######## design 1 ########
design_1/final_congestion.png
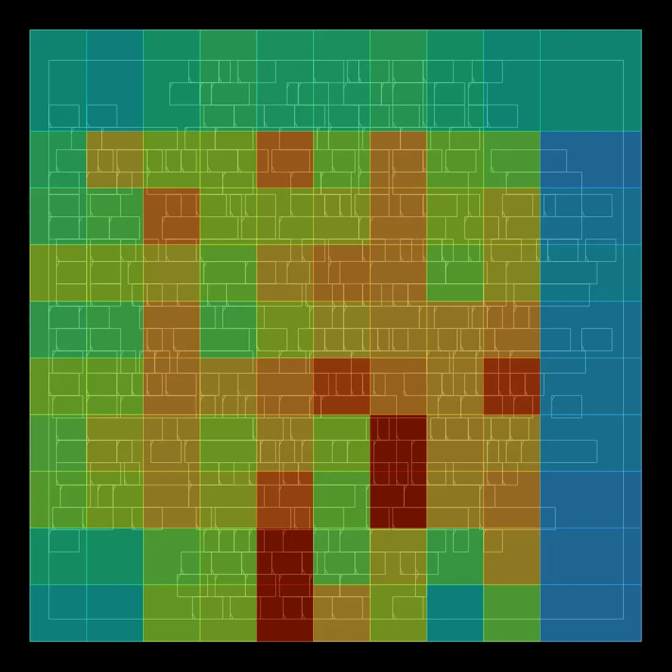

`src/rtl/emmc_req_arbiter.sv`:
```
// rtl/emmc_req_arbiter.sv - round-robin arbiter sharing the emmc_sm user interface among clients
`timescale 1ns/1ps
module emmc_req_arbiter #(
    parameter int NUM_REQ       = 2,
    parameter int BLK_CNT_WIDTH = 16,
    parameter int ACK_TIMEOUT   = 1024
) (
    input  logic                             clk_i,
    input  logic                             arst_i,
    input  logic [NUM_REQ-1:0]               req_i,
    input  logic [NUM_REQ-1:0]               req_we_i,
    input  logic [NUM_REQ*BLK_CNT_WIDTH-1:0] req_blk_cnt_i,
    input  logic [NUM_REQ*8-1:0]             req_dat_i,
    output logic [NUM_REQ-1:0]               grant_o,
    output logic [NUM_REQ-1:0]               done_o,
    output logic [NUM_REQ-1:0]               err_o,
    output logic [NUM_REQ-1:0]               dvalid_o,
    output logic [7:0]                       rd_dat_o,
    output logic                             emmc_we_o,
    output logic                             emmc_start_o,
    output logic [BLK_CNT_WIDTH-1:0]         emmc_blk_cnt_o,
    output logic [7:0]                       emmc_dat_o,
    input  logic [7:0]                       emmc_dat_i,
    input  logic                             emmc_dvalid_i,
    input  logic                             emmc_ready_i
);
    localparam int IDX_W = (NUM_REQ > 1) ? $clog2(NUM_REQ) : 1;
    localparam int TMR_W = (ACK_TIMEOUT > 1) ? $clog2(ACK_TIMEOUT) : 1;

    typedef enum logic [2:0] {
        S_IDLE,
        S_DECIDE,
        S_START,
        S_WAIT_ACK,
        S_WAIT_DONE,
        S_DONE
    } state_t;

    state_t           state;
    logic [IDX_W-1:0] last;
    logic [IDX_W-1:0] sel;
    logic [TMR_W-1:0] timer;
    logic [IDX_W-1:0] pick;
    logic             pick_valid;

    // Scan clients above last first, then wrap around to those at or below it.
    always_comb begin
        pick_valid = 1'b0;
        pick       = '0;
        for (int i = 0; i < NUM_REQ; i++) begin
            if (!pick_valid && req_i[i] && (IDX_W'(i) > last)) begin
                pick_valid = 1'b1;
                pick       = IDX_W'(i);
            end
        end
        for (int i = 0; i < NUM_REQ; i++) begin
            if (!pick_valid && req_i[i] && (IDX_W'(i) <= last)) begin
                pick_valid = 1'b1;
                pick       = IDX_W'(i);
            end
        end
    end

    always_comb begin
        emmc_dat_o = '0;
        if (|grant_o) begin
            emmc_dat_o = req_dat_i[int'(sel)*8 +: 8];
        end
    end

    assign dvalid_o = {NUM_REQ{emmc_dvalid_i}} & grant_o;
    assign rd_dat_o = emmc_dat_i;

    always_ff @(posedge clk_i or posedge arst_i) begin
        if (arst_i) begin
            state          <= S_IDLE;
            last           <= IDX_W'(NUM_REQ - 1);
            sel            <= '0;
            timer          <= '0;
            grant_o        <= '0;
            done_o         <= '0;
            err_o          <= '0;
            emmc_we_o      <= 1'b0;
            emmc_start_o   <= 1'b0;
            emmc_blk_cnt_o <= '0;
        end else begin
            case (state)
                S_IDLE: begin
                    if (emmc_ready_i && pick_valid) begin
                        sel            <= pick;
                        grant_o        <= NUM_REQ'(1) << pick;
                        emmc_we_o      <= req_we_i[pick];
                        emmc_blk_cnt_o <= req_blk_cnt_i[int'(pick)*BLK_CNT_WIDTH +: BLK_CNT_WIDTH];
                        state          <= S_DECIDE;
                    end
                end
                S_DECIDE: begin
                    // emmc_sm would silently ignore a zero-block start, so fail it here.
                    if (emmc_blk_cnt_o == '0) begin
                        done_o <= grant_o;
                        err_o  <= grant_o;
                        state  <= S_DONE;
                    end else begin
                        emmc_start_o <= 1'b1;
                        state        <= S_START;
                    end
                end
                S_START: begin
                    emmc_start_o <= 1'b0;
                    // The start cycle itself counts toward the acknowledge window.
                    timer        <= TMR_W'(1);
                    state        <= S_WAIT_ACK;
                end
                S_WAIT_ACK: begin
                    if (!emmc_ready_i) begin
                        state <= S_WAIT_DONE;
                    end else if (timer == TMR_W'(ACK_TIMEOUT - 1)) begin
                        done_o <= grant_o;
                        err_o  <= grant_o;
                        state  <= S_DONE;
                    end else begin
                        timer <= timer + TMR_W'(1);
                    end
                end
                S_WAIT_DONE: begin
                    if (emmc_ready_i) begin
                        done_o <= grant_o;
                        err_o  <= '0;
                        state  <= S_DONE;
                    end
                end
                S_DONE: begin
                    done_o         <= '0;
                    err_o          <= '0;
                    grant_o        <= '0;
                    emmc_we_o      <= 1'b0;
                    emmc_blk_cnt_o <= '0;
                    last           <= sel;
                    state          <= S_IDLE;
                end
                default: begin
                    state <= S_IDLE;
                end
            endcase
        end
    end
endmodule

```
`config.mk`:
```
export PLATFORM = sky130hd
export DESIGN_NAME = emmc_req_arbiter
export DESIGN_NICKNAME = d
export VERILOG_FILES = /design/src/rtl/emmc_req_arbiter.sv
export SDC_FILE = /design/constraint.sdc
export NUM_CORES = 1
export LEC_CHECK = 0
export CAP_MARGIN = 20
export CORE_MARGIN = 2
export CORE_UTILIZATION = 43
export DETAILED_ROUTE_END_ITERATION = 12
export HOLD_SLACK_MARGIN = 0.08
export MAX_ROUTING_LAYER = met4
export PLACE_DENSITY = 0.95
export SLEW_MARGIN = 0
export SYNTH_ARGS = -nofsm -noshare
export SYNTH_HDL_FRONTEND = slang
export SYNTH_SLANG_ARGS = --single-unit
```
`constraint.sdc`:
```
create_clock -name clk_i -period 2.9 [get_ports clk_i]
set_input_delay 0.87 -clock clk_i [delete_from_list [all_inputs] [get_ports clk_i]]
set_output_delay 0.87 -clock clk_i [all_outputs]
set_load 0.005 [all_outputs]
```
######## design 2 ########
<file path="config.mk">
export PLATFORM = sky130hd
export DESIGN_NAME = sa_input_feeder
export DESIGN_NICKNAME = d
export VERILOG_FILES = /design/src/rtl/sa_input_feeder.sv
export SDC_FILE = /design/constraint.sdc
export NUM_CORES = 1
export LEC_CHECK = 0
export CAP_MARGIN = 30
export CORE_UTILIZATION = 25
export CTS_BUF_LIST = sky130_fd_sc_hd__clkbuf_8 sky130_fd_sc_hd__clkbuf_16
export DETAILED_ROUTE_END_ITERATION = 16
export HOLD_SLACK_MARGIN = 0.05
export PLACE_DENSITY_LB_ADDON = 0.2
export REMOVE_ABC_BUFFERS = 1
export SLEW_MARGIN = 20
export SYNTH_ARGS = -nofsm -noshare
export SYNTH_HDL_FRONTEND = slang
export SYNTH_SLANG_ARGS = --single-unit
</file>
<file path="constraint.sdc">
create_clock -name clk -period 5.5 [get_ports clk]
set_clock_uncertainty 0.2 [all_clocks]
set_input_delay 0.55 -clock clk [delete_from_list [all_inputs] [get_ports clk]]
set_output_delay 0.55 -clock clk [all_outputs]
set_load 0.05 [all_outputs]
</file>
<file path="src/rtl/sa_input_feeder.sv">
// Input feeder for a 4x4 weight-stationary systolic array: weight-load sequencing, diagonal activation skew, drain and done.
// Optional FEEDER_STALL_CNT_EN adds a stall_cnt output counting STREAM cycles starved of activations.
module sa_input_feeder #(
  parameter int bit_width = 8,
  parameter int size      = 4,
  parameter int cnt_width = 16,
  parameter int drain_len = 8
) (
  input  logic                      clk,
  input  logic                      rst_n,
  input  logic                      start,
  input  logic [cnt_width-1:0]      num_vec,
  input  logic                      wt_valid,
  output logic                      wt_ready,
  input  logic [bit_width*size-1:0] wt_data,
  input  logic                      act_valid,
  output logic                      act_ready,
  input  logic [bit_width*size-1:0] act_data,
  output logic                      control,
  output logic [bit_width*size-1:0] wt_arr,
  output logic [bit_width*size-1:0] data_arr,
  output logic                      busy,
  output logic                      done
`ifdef FEEDER_STALL_CNT_EN
  ,
  output logic [cnt_width-1:0]      stall_cnt
`endif
);

  localparam int row_w = $clog2(size + 1);
  localparam int dr_w  = $clog2(drain_len + 1);

  localparam logic [2:0] S_IDLE    = 3'd0;
  localparam logic [2:0] S_LOAD_WT = 3'd1;
  localparam logic [2:0] S_STREAM  = 3'd2;
  localparam logic [2:0] S_DRAIN   = 3'd3;
  localparam logic [2:0] S_DONE    = 3'd4;

  logic [2:0]           state;
  logic [2:0]           next_state;
  logic [cnt_width-1:0] num_vec_q;
  logic [cnt_width-1:0] vec_cnt;
  logic [row_w-1:0]     row_cnt;
  logic [dr_w-1:0]      drain_cnt;
  logic                 wt_hs;
  logic                 act_hs;
  logic                 advance;

  assign wt_ready  = (state == S_LOAD_WT);
  assign act_ready = (state == S_STREAM) && (vec_cnt < num_vec_q);
  assign busy      = (state == S_LOAD_WT) || (state == S_STREAM) || (state == S_DRAIN);
  assign done      = (state == S_DONE);
  assign wt_hs     = wt_valid && wt_ready;
  assign act_hs    = act_valid && act_ready;
  assign advance   = (state == S_STREAM) || (state == S_DRAIN);

  // NOTE: next_state gets a default before the case so no path leaves it unassigned (no latch).
  always_comb begin
    next_state = state;
    case (state)
      S_IDLE:    if (start) next_state = S_LOAD_WT;
      S_LOAD_WT: begin
        if (wt_hs && row_cnt == row_w'(size - 1))
          next_state = (num_vec_q == '0) ? S_DRAIN : S_STREAM;
      end
      S_STREAM:  if (act_hs && (vec_cnt + cnt_width'(1)) == num_vec_q) next_state = S_DRAIN;
      S_DRAIN:   if (drain_cnt == dr_w'(drain_len - 1)) next_state = S_DONE;
      S_DONE:    next_state = S_IDLE;
      default:   next_state = S_IDLE;
    endcase
  end

  // NOTE: all state here uses non-blocking assignments so every register samples pre-edge values.
  always_ff @(posedge clk or negedge rst_n) begin
    if (!rst_n) begin
      state     <= S_IDLE;
      num_vec_q <= '0;
      vec_cnt   <= '0;
      row_cnt   <= '0;
      drain_cnt <= '0;
      control   <= 1'b0;
      wt_arr    <= '0;
    end else begin
      state   <= next_state;
      control <= wt_hs;
      if (wt_hs) begin
        wt_arr  <= wt_data;
        row_cnt <= row_cnt + row_w'(1);
      end
      if (state == S_IDLE && start) begin
        num_vec_q <= num_vec;
        vec_cnt   <= '0;
        row_cnt   <= '0;
        drain_cnt <= '0;
      end
      if (act_hs)
        vec_cnt <= vec_cnt + cnt_width'(1);
      if (state == S_DRAIN)
        drain_cnt <= drain_cnt + dr_w'(1);
    end
  end

  // Lane k is a (k+1)-deep shift line; bubbles and drain push zeros so the diagonal stays aligned.
  for (genvar k = 0; k < size; k++) begin : g_lane
    logic [bit_width-1:0] pipe [k+1];

    // NOTE: the skew line is a handful of flops, not a RAM, so it is reset like any other register.
    always_ff @(posedge clk or negedge rst_n) begin
      if (!rst_n) begin
        for (int j = 0; j <= k; j++) pipe[j] <= '0;
      end else if (!advance) begin
        for (int j = 0; j <= k; j++) pipe[j] <= '0;
      end else begin
        pipe[0] <= act_hs ? act_data[k*bit_width +: bit_width] : '0;
        for (int j = 1; j <= k; j++) pipe[j] <= pipe[j-1];
      end
    end

    assign data_arr[k*bit_width +: bit_width] = pipe[k];
  end

`ifdef FEEDER_STALL_CNT_EN
  always_ff @(posedge clk or negedge rst_n) begin
    if (!rst_n)
      stall_cnt <= '0;
    else if (state == S_IDLE && start)
      stall_cnt <= '0;
    else if (act_ready && !act_valid && stall_cnt != '1)
      stall_cnt <= stall_cnt + cnt_width'(1);
  end
`endif

endmodule

</file>
design_1/registers.png
Drawn at 6 px/um.
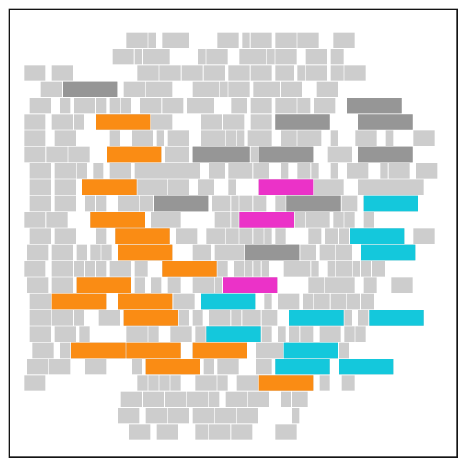
colour	netlist name	flops
cyan	timer	10
orange	emmc_blk_cnt_o	16
magenta	state	3
not coloured	10

## Picture notes: design_1/final_congestion.png
final core area utilization: 67.0%
met3 Usage GRT: 4.34%
met1 usage: 25.2%
WL per Instance: 14.2 um

==> flow_summary.yaml, design 1 <==
# physical design summary
layout:
  final_common_cell: "clkdlybuf4s50_1"
  logic_area_um2: 1020
  clkCellAreaFrac_pct: 4.28
  seq_area_share_pct: 30.7
  clock_buffers: 5
yosys:
  yosysTopAreaCell: "dfrtp_1"
  top_cells_by_count: "38 x dfrtp_1, 27 x mux2i_1, 24 x o21ai_0"
  ff_type: "dfrtp_1"
  ys_seq_share_pct: 45.8
  ys_sh_mux_pct: 15.3
  syn-cell-area_um2: 2130
  ys_warn_count: 0
global_route:
  track_usage_pct: 20.1
clock_tree:
  htreeDepth: 2
  post_cts_buffers: 0
run_status:
  status: "finished, final reports clean"
power_and_ir_drop:
  p_leak_nw: 1.43
  pg_seq_w: 0.000956
floorplan:
  row_count: 25
route:
  drc: 0
design_2/met1.png
Drawn at 1.5 px/um.
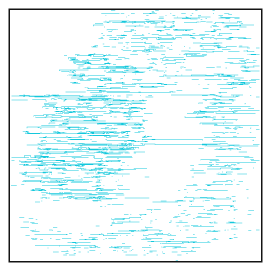
share of all routed wire	47%
nets with wire on the layer	777
longest straight run	46.0 um
met1 usage: 15.7%
Total Wirelength: 15.7 mm

design_2/gate_families.png
Drawn at 1.5 px/um.
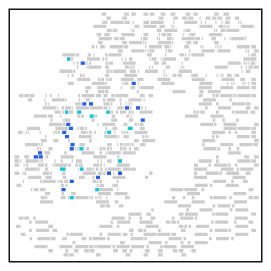
colour	family	cells
cyan	AND-OR and OR-AND gates	13
blue	XOR/XNOR gates	21
Layout Cells excl Fill: 1123
Comb/total area: 28.1%
most frequent logic cell in the layout: dfrtp_1

==> flow_summary.yaml, design 2 <==
# physical design summary
layout:
  layout-drive-gt1-share_pct: 8.44
  largest_register_ffs: 56
  buffer_area_share_pct: 17.6
power_and_ir_drop:
  intPower_w: 0.00270
  p_per_area_nw_per_um2: 508
clock_tree:
  clock-root-buffer: "clkbuf_16"
  numCtsBuffers: 17
placement:
  portBuffers: 153
  post-place-cells: 1090
final_timing:
  post-route-min-period_ns: 3.63
yosys:
  ys_sh_mux_pct: 3.92
  post-synth-top-count-cell: "dfrtp_1"
  async_reset_ff_share_pct: 100
route:
  top_layer_used: "met4"
  wl_met1_mm: 7.40
  drt_iter0_drc: 291
  drc: 0
  wl_per_cell_um: 14.0
floorplan:
  core_um2: 26900
critical_path:
  crit_family: "buffers and inverters"
run_status:
  status: "finished, final reports clean"
global_route:
  gr-usage-met2_pct: 19.4
  grt_pass1_wl_mm: 26.0


==> screenshots <==
Close-up of the layout.
panel A
Window x 43 to 68, y 43 to 68 um. Cells in grey, sequential cells in the stronger grey; small squares are vias.
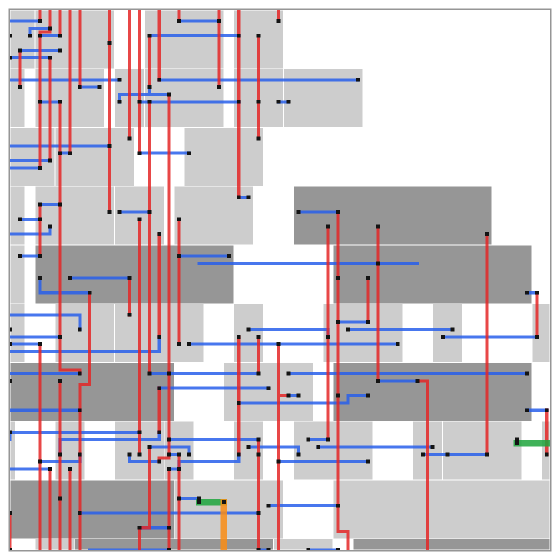
panel B
Window x 113 to 138, y 113 to 138 um. Cells in grey, sequential cells in the stronger grey; small squares are vias.
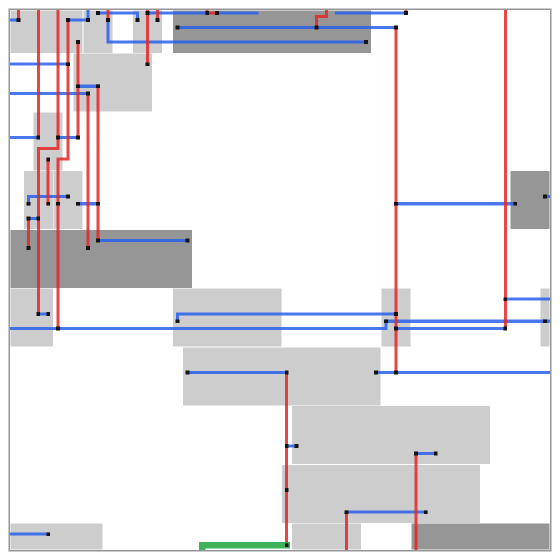
| from | picture |
|---|---|
| design 1 | panel A |
| design 2 | panel B |

Key to panel A:
colour	layer
orange	met4
blue	met1
green	met3
red	met2
sequential cells in the window	6
netlist names of flops here include	done_o (2), err_o (2)
most frequent	clkdlybuf4s50_1 (7), dfrtp_1 (6)
cells with their middle in the window	35

